=== block 1 ===
block_1/layer_met3.png
Drawn at 6 px/um.
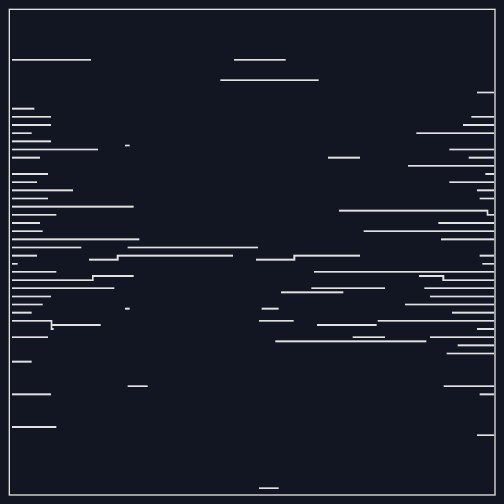
block_1/wires.png
Drawn at 3 px/um.
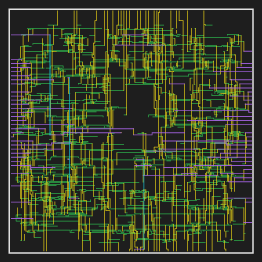
## src/rtl/reg_dump_pkg.sv

```systemverilog
// reg_dump_pkg: state encoding and default sizes shared by the register dump reader.
package reg_dump_pkg;
    typedef enum logic [1:0] {IDLE, FETCH, SEND, DONE} state_t;
    localparam int DEF_NUM_REGS = 32;
    localparam int DEF_ADDR_W = 5;
    localparam int DEF_DATA_W = 32;
endpackage

```

## src/rtl/reg_dump_reader_if.sv

```systemverilog
// reg_dump_reader_if: control, register-file read port and dump stream of the register dump reader.
interface reg_dump_reader_if #(
    parameter int ADDR_W = 5,
    parameter int DATA_W = 32
);
    logic              start_i;
    logic              busy_o;
    logic              done_o;
    logic [ADDR_W-1:0] rs_addr_o;
    logic [DATA_W-1:0] rs_data_i;
    logic              dump_valid_o;
    logic              dump_ready_i;
    logic [ADDR_W-1:0] dump_addr_o;
    logic [DATA_W-1:0] dump_data_o;
    logic [DATA_W-1:0] checksum_o;
    modport master (
        input  start_i, rs_data_i, dump_ready_i,
        output busy_o, done_o, rs_addr_o, dump_valid_o, dump_addr_o, dump_data_o, checksum_o
    );
    modport slave (
        output start_i, rs_data_i, dump_ready_i,
        input  busy_o, done_o, rs_addr_o, dump_valid_o, dump_addr_o, dump_data_o, checksum_o
    );
endinterface

```

## src/rtl/reg_dump_reader.sv

```systemverilog
// reg_dump_reader: walks the register file through one read port and streams (addr, data) pairs
// with an XOR checksum of every accepted word.
module reg_dump_reader
    import reg_dump_pkg::*;
#(
    parameter int NUM_REGS  = DEF_NUM_REGS,
    parameter int ADDR_W    = DEF_ADDR_W,
    parameter int DATA_W    = DEF_DATA_W,
    parameter int SKIP_ZERO = 0
) (
    input logic clk_i,
    input logic rst_i,
    reg_dump_reader_if.master bus
);
    localparam logic [ADDR_W-1:0] first_addr = (SKIP_ZERO != 0) ? ADDR_W'(1) : '0;
    localparam logic [ADDR_W-1:0] last_addr = ADDR_W'(NUM_REGS - 1);
    state_t            state;
    logic              busy;
    logic              done;
    logic [ADDR_W-1:0] rs_addr;
    logic              valid;
    logic [ADDR_W-1:0] dump_addr;
    logic [DATA_W-1:0] dump_data;
    logic [DATA_W-1:0] checksum;
    // rs_addr doubles as the walk index, so it only moves on start or advance
    always_ff @(posedge clk_i) begin
        if (rst_i) begin
            state     <= IDLE;
            busy      <= 1'b0;
            done      <= 1'b0;
            rs_addr   <= '0;
            valid     <= 1'b0;
            dump_addr <= '0;
            dump_data <= '0;
            checksum  <= '0;
        end else begin
            done <= 1'b0;
            case (state)
                IDLE: if (bus.start_i) begin
                    rs_addr  <= first_addr;
                    checksum <= '0;
                    busy     <= 1'b1;
                    state    <= FETCH;
                end
                FETCH: begin
                    dump_data <= bus.rs_data_i;
                    dump_addr <= rs_addr;
                    valid     <= 1'b1;
                    state     <= SEND;
                end
                SEND: if (bus.dump_ready_i) begin
                    checksum <= checksum ^ dump_data;
                    valid    <= 1'b0;
                    if (rs_addr == last_addr) begin
                        done  <= 1'b1;
                        state <= DONE;
                    end else begin
                        rs_addr <= rs_addr + 1'b1;
                        state   <= FETCH;
                    end
                end
                DONE: begin
                    busy  <= 1'b0;
                    state <= IDLE;
                end
                default: state <= IDLE;
            endcase
        end
    end
    assign bus.busy_o       = busy;
    assign bus.done_o       = done;
    assign bus.rs_addr_o    = rs_addr;
    assign bus.dump_valid_o = valid;
    assign bus.dump_addr_o  = dump_addr;
    assign bus.dump_data_o  = dump_data;
    assign bus.checksum_o   = checksum;
endmodule
```

## src/flat_wrapper.sv

```systemverilog
// flat-port wrapper written by rule: the top's interface ports become plain ports
module reg_dump_reader_flat import reg_dump_pkg::*;
#(
    parameter int NUM_REGS  = DEF_NUM_REGS,
    parameter int ADDR_W    = DEF_ADDR_W,
    parameter int DATA_W    = DEF_DATA_W,
    parameter int SKIP_ZERO = 0
)
  (clk_i, rst_i, bus_start_i, bus_rs_data_i, bus_dump_ready_i, bus_busy_o, bus_done_o, bus_rs_addr_o, bus_dump_valid_o, bus_dump_addr_o, bus_dump_data_o, bus_checksum_o);
  reg_dump_reader_if #(.ADDR_W(ADDR_W), .DATA_W(DATA_W)) bus_i ();
  input logic clk_i;
  input logic rst_i;
  input wire logic [$bits(bus_i.start_i)-1:0] bus_start_i;
  input wire logic [$bits(bus_i.rs_data_i)-1:0] bus_rs_data_i;
  input wire logic [$bits(bus_i.dump_ready_i)-1:0] bus_dump_ready_i;
  output wire logic [$bits(bus_i.busy_o)-1:0] bus_busy_o;
  output wire logic [$bits(bus_i.done_o)-1:0] bus_done_o;
  output wire logic [$bits(bus_i.rs_addr_o)-1:0] bus_rs_addr_o;
  output wire logic [$bits(bus_i.dump_valid_o)-1:0] bus_dump_valid_o;
  output wire logic [$bits(bus_i.dump_addr_o)-1:0] bus_dump_addr_o;
  output wire logic [$bits(bus_i.dump_data_o)-1:0] bus_dump_data_o;
  output wire logic [$bits(bus_i.checksum_o)-1:0] bus_checksum_o;
  assign bus_i.start_i = bus_start_i;
  assign bus_i.rs_data_i = bus_rs_data_i;
  assign bus_i.dump_ready_i = bus_dump_ready_i;
  assign bus_busy_o = bus_i.busy_o;
  assign bus_done_o = bus_i.done_o;
  assign bus_rs_addr_o = bus_i.rs_addr_o;
  assign bus_dump_valid_o = bus_i.dump_valid_o;
  assign bus_dump_addr_o = bus_i.dump_addr_o;
  assign bus_dump_data_o = bus_i.dump_data_o;
  assign bus_checksum_o = bus_i.checksum_o;
  reg_dump_reader #(.NUM_REGS(NUM_REGS), .ADDR_W(ADDR_W), .DATA_W(DATA_W), .SKIP_ZERO(SKIP_ZERO)) u_core (.clk_i(clk_i), .rst_i(rst_i), .bus(bus_i));
endmodule
```

## config.mk

```make
export PLATFORM = sky130hd
export DESIGN_NAME = reg_dump_reader_flat
export DESIGN_NICKNAME = d
export VERILOG_FILES = /design/src/rtl/reg_dump_pkg.sv /design/src/rtl/reg_dump_reader_if.sv /design/src/rtl/reg_dump_reader.sv /design/src/flat_wrapper.sv
export SDC_FILE = /design/constraint.sdc
export NUM_CORES = 1
export LEC_CHECK = 0
export CAP_MARGIN = 20
export CORE_MARGIN = 2
export CORE_UTILIZATION = 55
export CTS_CLUSTER_SIZE = 25
export DETAILED_ROUTE_END_ITERATION = 8
export DONT_BUFFER_PORTS = 1
export GPL_ROUTABILITY_DRIVEN = 0
export PLACE_DENSITY = 0.7
export SYNTH_ARGS = -nofsm -noshare
export SYNTH_HDL_FRONTEND = slang
export SYNTH_SLANG_ARGS = --single-unit
export TNS_END_PERCENT = 100
```

## constraint.sdc

```tcl
create_clock -name clk_i -period 2.6 [get_ports clk_i]
set_clock_uncertainty 0.15 [all_clocks]
set_input_delay 0.52 -clock clk_i [delete_from_list [all_inputs] [get_ports clk_i]]
set_output_delay 0.52 -clock clk_i [all_outputs]
set_load 0.01 [all_outputs]
```

==> out/metrics.yaml <==
largest_area_cell: "dfxtp_1"
cp_common_cell: "ha_1"
synth_adder_area_share_pct: 0.7731
syn_nets: 427
slew_violations: 0
synth-compound-area-share_pct: 20.22
status: "complete, no violations"
clk-insertion-delay-late_ns: 0.33
r2r-end: "u_core.bus.rs_addr_o[3]$_SDFFE_PP0P_"
vias_per_cell: 5.871
fmax_mhz: 477.7
syn_area_per_cell_um2: 8.321
port_buffers: 0
use_met2_pct: 37.92
area_leaders: "dfxtp_1 (49%), a21oi_1 (12%), nand2_1 (9.0%)"
n_tap_cell: 72
tightest_slew_ns: 0.6773
rr_worst_depth: 6
crit_required_ns: 2.65
p_sw_share_pct: 24.26
first_pass_iters: 4
nets: 412
relSlewSlack_pct: 54.84
max_stage_delay_ns: 0.56
nClkBuffers: 11
peakVddDrop_mv: 0.4892
synthTopCellsByCount: "dfxtp_1 (79), nand2_1 (78), a21oi_1 (75), inv_1 (33)"
cts_tree: "yes"
areaGrowthSynthToFinish_pct: 6.069
clkPwrFrac_pct: 39.7
finalWorstSetupSlack_ns: 0.5067
critPathSlowestCell: "or4bb_1"
ys_area_um2: 3237
hp-start: "rst_i"
worstReg2RegStart: "u_core.bus.rs_addr_o[0]$_SDFFE_PP0P_"
use_met1_pct: 26.67
sh_seq_area_pct: 46.10
grt_antenna_before_repair: 0
synthDistinctLibCells: 29
wl_met1_mm: 2.959
report.final.setup_viol: 0
clock_sinks: 79
synth.mux.area_fraction_pct: 0.3092
ys_sh_xor_pct: 0
num-multi-input-gates: 244
synth_warnings: 0
crit_fanout: 7
drtAntennaViolNets: 0
setup_tns_ns: 0
drc: 0
## Picture notes: block_1/layer_met3.png
wire length on this layer: 694 um
share of all routed wire: 9.7%
longest straight run: 29.7 um
Total Routed Length: 7.176 mm
via count: 2642

## Picture notes: block_1/wires.png
[metal 3] purple | wire length: 694 um
[metal 4] cyan | wire length: 103 um
[metal 2] yellow | wire length: 3420 um
[metal 1] green | wire length: 2960 um
GRT Total Usage: 22.91%
WL/cell: 15.95 um


=== block 2 ===
block_2/clk_routes.png
Drawn at 6 px/um.
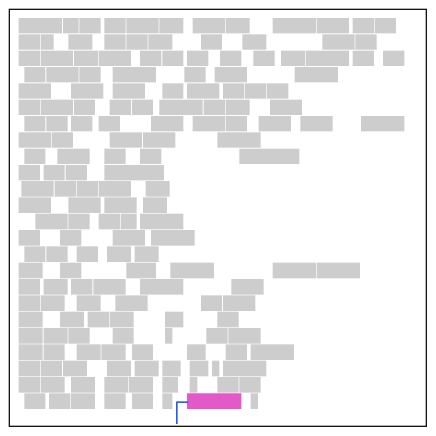
<file path="config.mk">
export PLATFORM = sky130hd
export DESIGN_NAME = processor_memory_arbiter
export DESIGN_NICKNAME = d
export VERILOG_FILES = /design/src/rtl/processor_memory_arbiter.sv
export SDC_FILE = /design/constraint.sdc
export NUM_CORES = 1
export LEC_CHECK = 0
export CORE_UTILIZATION = 19
export CTS_CLUSTER_SIZE = 12
export DETAILED_ROUTE_END_ITERATION = 7
export GPL_ROUTABILITY_DRIVEN = 0
export PLACE_DENSITY = 0.89
export SETUP_SLACK_MARGIN = 0.2
export SLEW_MARGIN = 0
export SYNTH_ARGS = -nofsm -noshare
export SYNTH_HDL_FRONTEND = slang
export SYNTH_SLANG_ARGS = --single-unit
</file>
<file path="constraint.sdc">
create_clock -name clock -period 1.3 [get_ports clock]
set_input_delay 0.26 -clock clock [delete_from_list [all_inputs] [get_ports clock]]
set_output_delay 0.26 -clock clock [all_outputs]
set_load 0.05 [all_outputs]
</file>
<file path="src/rtl/processor_memory_arbiter.sv">
// Arbiter sharing the single-port data RAM between the processor stage-2 port and a host port.
// Optional starvation guard: define ARBITER_STARVATION_GUARD_EN to build wait_cnt and the cpu_stall pulse.

// Property checks on the arbiter's grant and stall behaviour.
module processor_memory_arbiter_chk #(
  parameter int MAX_WAIT = 15
) (
  input logic clock,
  input logic reset,
  input logic cpu_req,
  input logic cpu_stall,
  input logic host_valid,
  input logic host_ready,
  input logic mem_write_enable
);

  a_max_wait_range: assert property (@(posedge clock) disable iff (reset)
    (MAX_WAIT >= 1) && (MAX_WAIT <= 255));

  a_cpu_priority: assert property (@(posedge clock) disable iff (reset)
    host_ready |-> !(cpu_req && !cpu_stall));

  a_ready_needs_valid: assert property (@(posedge clock) disable iff (reset)
    host_ready |-> host_valid);

  a_stall_serves_host: assert property (@(posedge clock) disable iff (reset)
    (cpu_stall && host_valid) |-> host_ready);

  a_stall_one_cycle: assert property (@(posedge clock) disable iff (reset)
    cpu_stall |=> !cpu_stall);

  a_no_write_in_reset: assert property (@(posedge clock)
    reset |-> !mem_write_enable);

endmodule

module processor_memory_arbiter #(
  parameter int ADDR_SIZE = 18,
  parameter int WORD_SIZE = 18,
  parameter int MAX_WAIT  = 15
) (
  input  logic                 clock,
  input  logic                 reset,
  input  logic                 cpu_req,
  input  logic                 cpu_we,
  input  logic [ADDR_SIZE-1:0] cpu_addr,
  input  logic [WORD_SIZE-1:0] cpu_wdata,
  output logic [WORD_SIZE-1:0] cpu_rdata,
  output logic                 cpu_stall,
  input  logic                 host_valid,
  input  logic                 host_we,
  input  logic [ADDR_SIZE-1:0] host_addr,
  input  logic [WORD_SIZE-1:0] host_wdata,
  output logic                 host_ready,
  output logic                 host_rdata_valid,
  output logic [WORD_SIZE-1:0] host_rdata,
  output logic [ADDR_SIZE-1:0] mem_addr,
  output logic                 mem_write_enable,
  output logic [WORD_SIZE-1:0] mem_in,
  input  logic [WORD_SIZE-1:0] mem_out
);

  logic grant_cpu_s;
  logic grant_host_s;
  logic host_rd_xfer_s;
  logic host_rdata_valid_q;
  logic host_rdata_valid_d;

  // Processor wins unless the guard is stalling it; host takes any cycle the processor leaves free.
  always_comb begin
    grant_cpu_s    = cpu_req && !cpu_stall;
    grant_host_s   = host_valid && !grant_cpu_s;
    host_rd_xfer_s = grant_host_s && !host_we;
  end

  // RAM port mux; the write strobe is gated by reset so nothing lands while state is being cleared.
  always_comb begin
    if (grant_host_s) begin
      mem_addr = host_addr;
      mem_in   = host_wdata;
    end else begin
      mem_addr = cpu_addr;
      mem_in   = cpu_wdata;
    end
    mem_write_enable = !reset && ((grant_cpu_s && cpu_we) || (grant_host_s && host_we));
  end

  // Both requesters see the RAM read port directly; the RAM supplies the one-cycle latency.
  always_comb begin
    cpu_rdata  = mem_out;
    host_rdata = mem_out;
    host_ready = grant_host_s;
  end

  // A host read accepted this cycle has its data on mem_out next cycle.
  always_comb begin
    host_rdata_valid_d = host_rd_xfer_s;
  end

  // Read-valid flag register.
  always_ff @(posedge clock or posedge reset) begin
    if (reset) begin
      host_rdata_valid_q <= 1'b0;
    end else begin
      host_rdata_valid_q <= host_rdata_valid_d;
    end
  end

  assign host_rdata_valid = host_rdata_valid_q;

`ifdef ARBITER_STARVATION_GUARD_EN
  localparam int WAIT_W = (MAX_WAIT < 1) ? 1 : $clog2(MAX_WAIT + 1);
  localparam logic [WAIT_W-1:0] WAIT_MAX  = WAIT_W'(MAX_WAIT);
  localparam logic [WAIT_W-1:0] WAIT_ONE  = WAIT_W'(32'd1);
  localparam logic [WAIT_W-1:0] WAIT_ZERO = WAIT_W'(32'd0);

  logic [WAIT_W-1:0] wait_cnt_q;
  logic [WAIT_W-1:0] wait_cnt_d;
  logic              cpu_stall_q;
  logic              cpu_stall_d;

  // Count cycles the host spends refused; reaching MAX_WAIT schedules a one-cycle processor stall.
  always_comb begin
    if (!host_valid || grant_host_s) begin
      wait_cnt_d = WAIT_ZERO;
    end else if (wait_cnt_q == WAIT_MAX) begin
      wait_cnt_d = wait_cnt_q;
    end else begin
      wait_cnt_d = wait_cnt_q + WAIT_ONE;
    end
    cpu_stall_d = (wait_cnt_d == WAIT_MAX);
  end

  // Starvation guard state.
  always_ff @(posedge clock or posedge reset) begin
    if (reset) begin
      wait_cnt_q  <= WAIT_ZERO;
      cpu_stall_q <= 1'b0;
    end else begin
      wait_cnt_q  <= wait_cnt_d;
      cpu_stall_q <= cpu_stall_d;
    end
  end

  assign cpu_stall = cpu_stall_q;
`else
  assign cpu_stall = 1'b0;
`endif

  processor_memory_arbiter_chk #(
    .MAX_WAIT (MAX_WAIT)
  ) u_chk (
    .clock            (clock),
    .reset            (reset),
    .cpu_req          (cpu_req),
    .cpu_stall        (cpu_stall),
    .host_valid       (host_valid),
    .host_ready       (host_ready),
    .mem_write_enable (mem_write_enable)
  );

endmodule

</file>
==> out/metrics.yaml <==
core_um2: 4354
synth_adder_area_share_pct: 0
finalWorstSetupSlack_ns: -0.2299
top_logic_kind: "multiplexers"
use_met1_pct: 12.37
ys_seq_share_pct: 2.911
use_met2_pct: 23.84
first_pass_iters: 4
report.final.setup_viol: 38
cp.arrival_ns: 1.27
cp-endpoint: "mem_in[1]"
setup_tns_ns: -5.631
post-cts-setup-buffer-count: 3
fin_util_pct: 49.48
total_power_mw: 1.151
slew_violations: 0
synth.mux.area_fraction_pct: 55.02
most-common-layout-cells: "clkdlybuf4s50_1 (72), mux2_4 (26), buf_6 (22)"
ys_ff: 1
cp-start-kind: "primary input"
critPathSlowestCell: "mux2_4"
wire_per_inst_um: 13.74
synth_warnings: 0
grt_antenna_before_repair: 0
violations: "setup timing"
status: "complete, but fails checks"
ys_area_um2: 859.6
num_rows: 24
areaGrowthSynthToFinish_pct: 150.7
lay_top_count: "clkdlybuf4s50_1"
logic_area_um2: 544.3
die-area_um2: 4797
antennaDiodeCount: 0
numSequentialCells: 1
seq-power_mw: 0.0339
die-width_um: 69.26
p_sw_share_pct: 44.33
power_leader: "combinational cells"
About block_2/clk_routes.png:
[flip-flops] magenta | count: 1
[clock wires] blue | length: 5.40 um
routed clock nets: 1
power share of the clock group: 0%
Clk. pwr: 0 mW



==> gallery <==
Selected gate families.
Plate I
Drawn at 3 px/um.
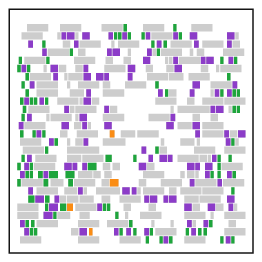
Plate II
Drawn at 4 px/um.
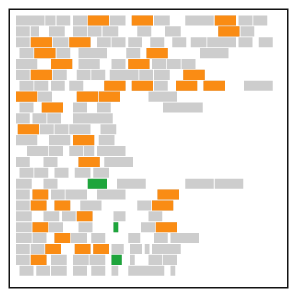
Plate II is block 2.
Plate I is block 1.
Of these, most cells: Plate I
Of these, largest die: Plate I

Key to Plate I:
[aoi and oai cells] purple | cells: 112 | where: widely spread
[nor cells] orange | cells: 4
[nand cells] green | cells: 88 | where: widely spread

Power figures rest on the tool's default switching activity, not on a simulated workload.
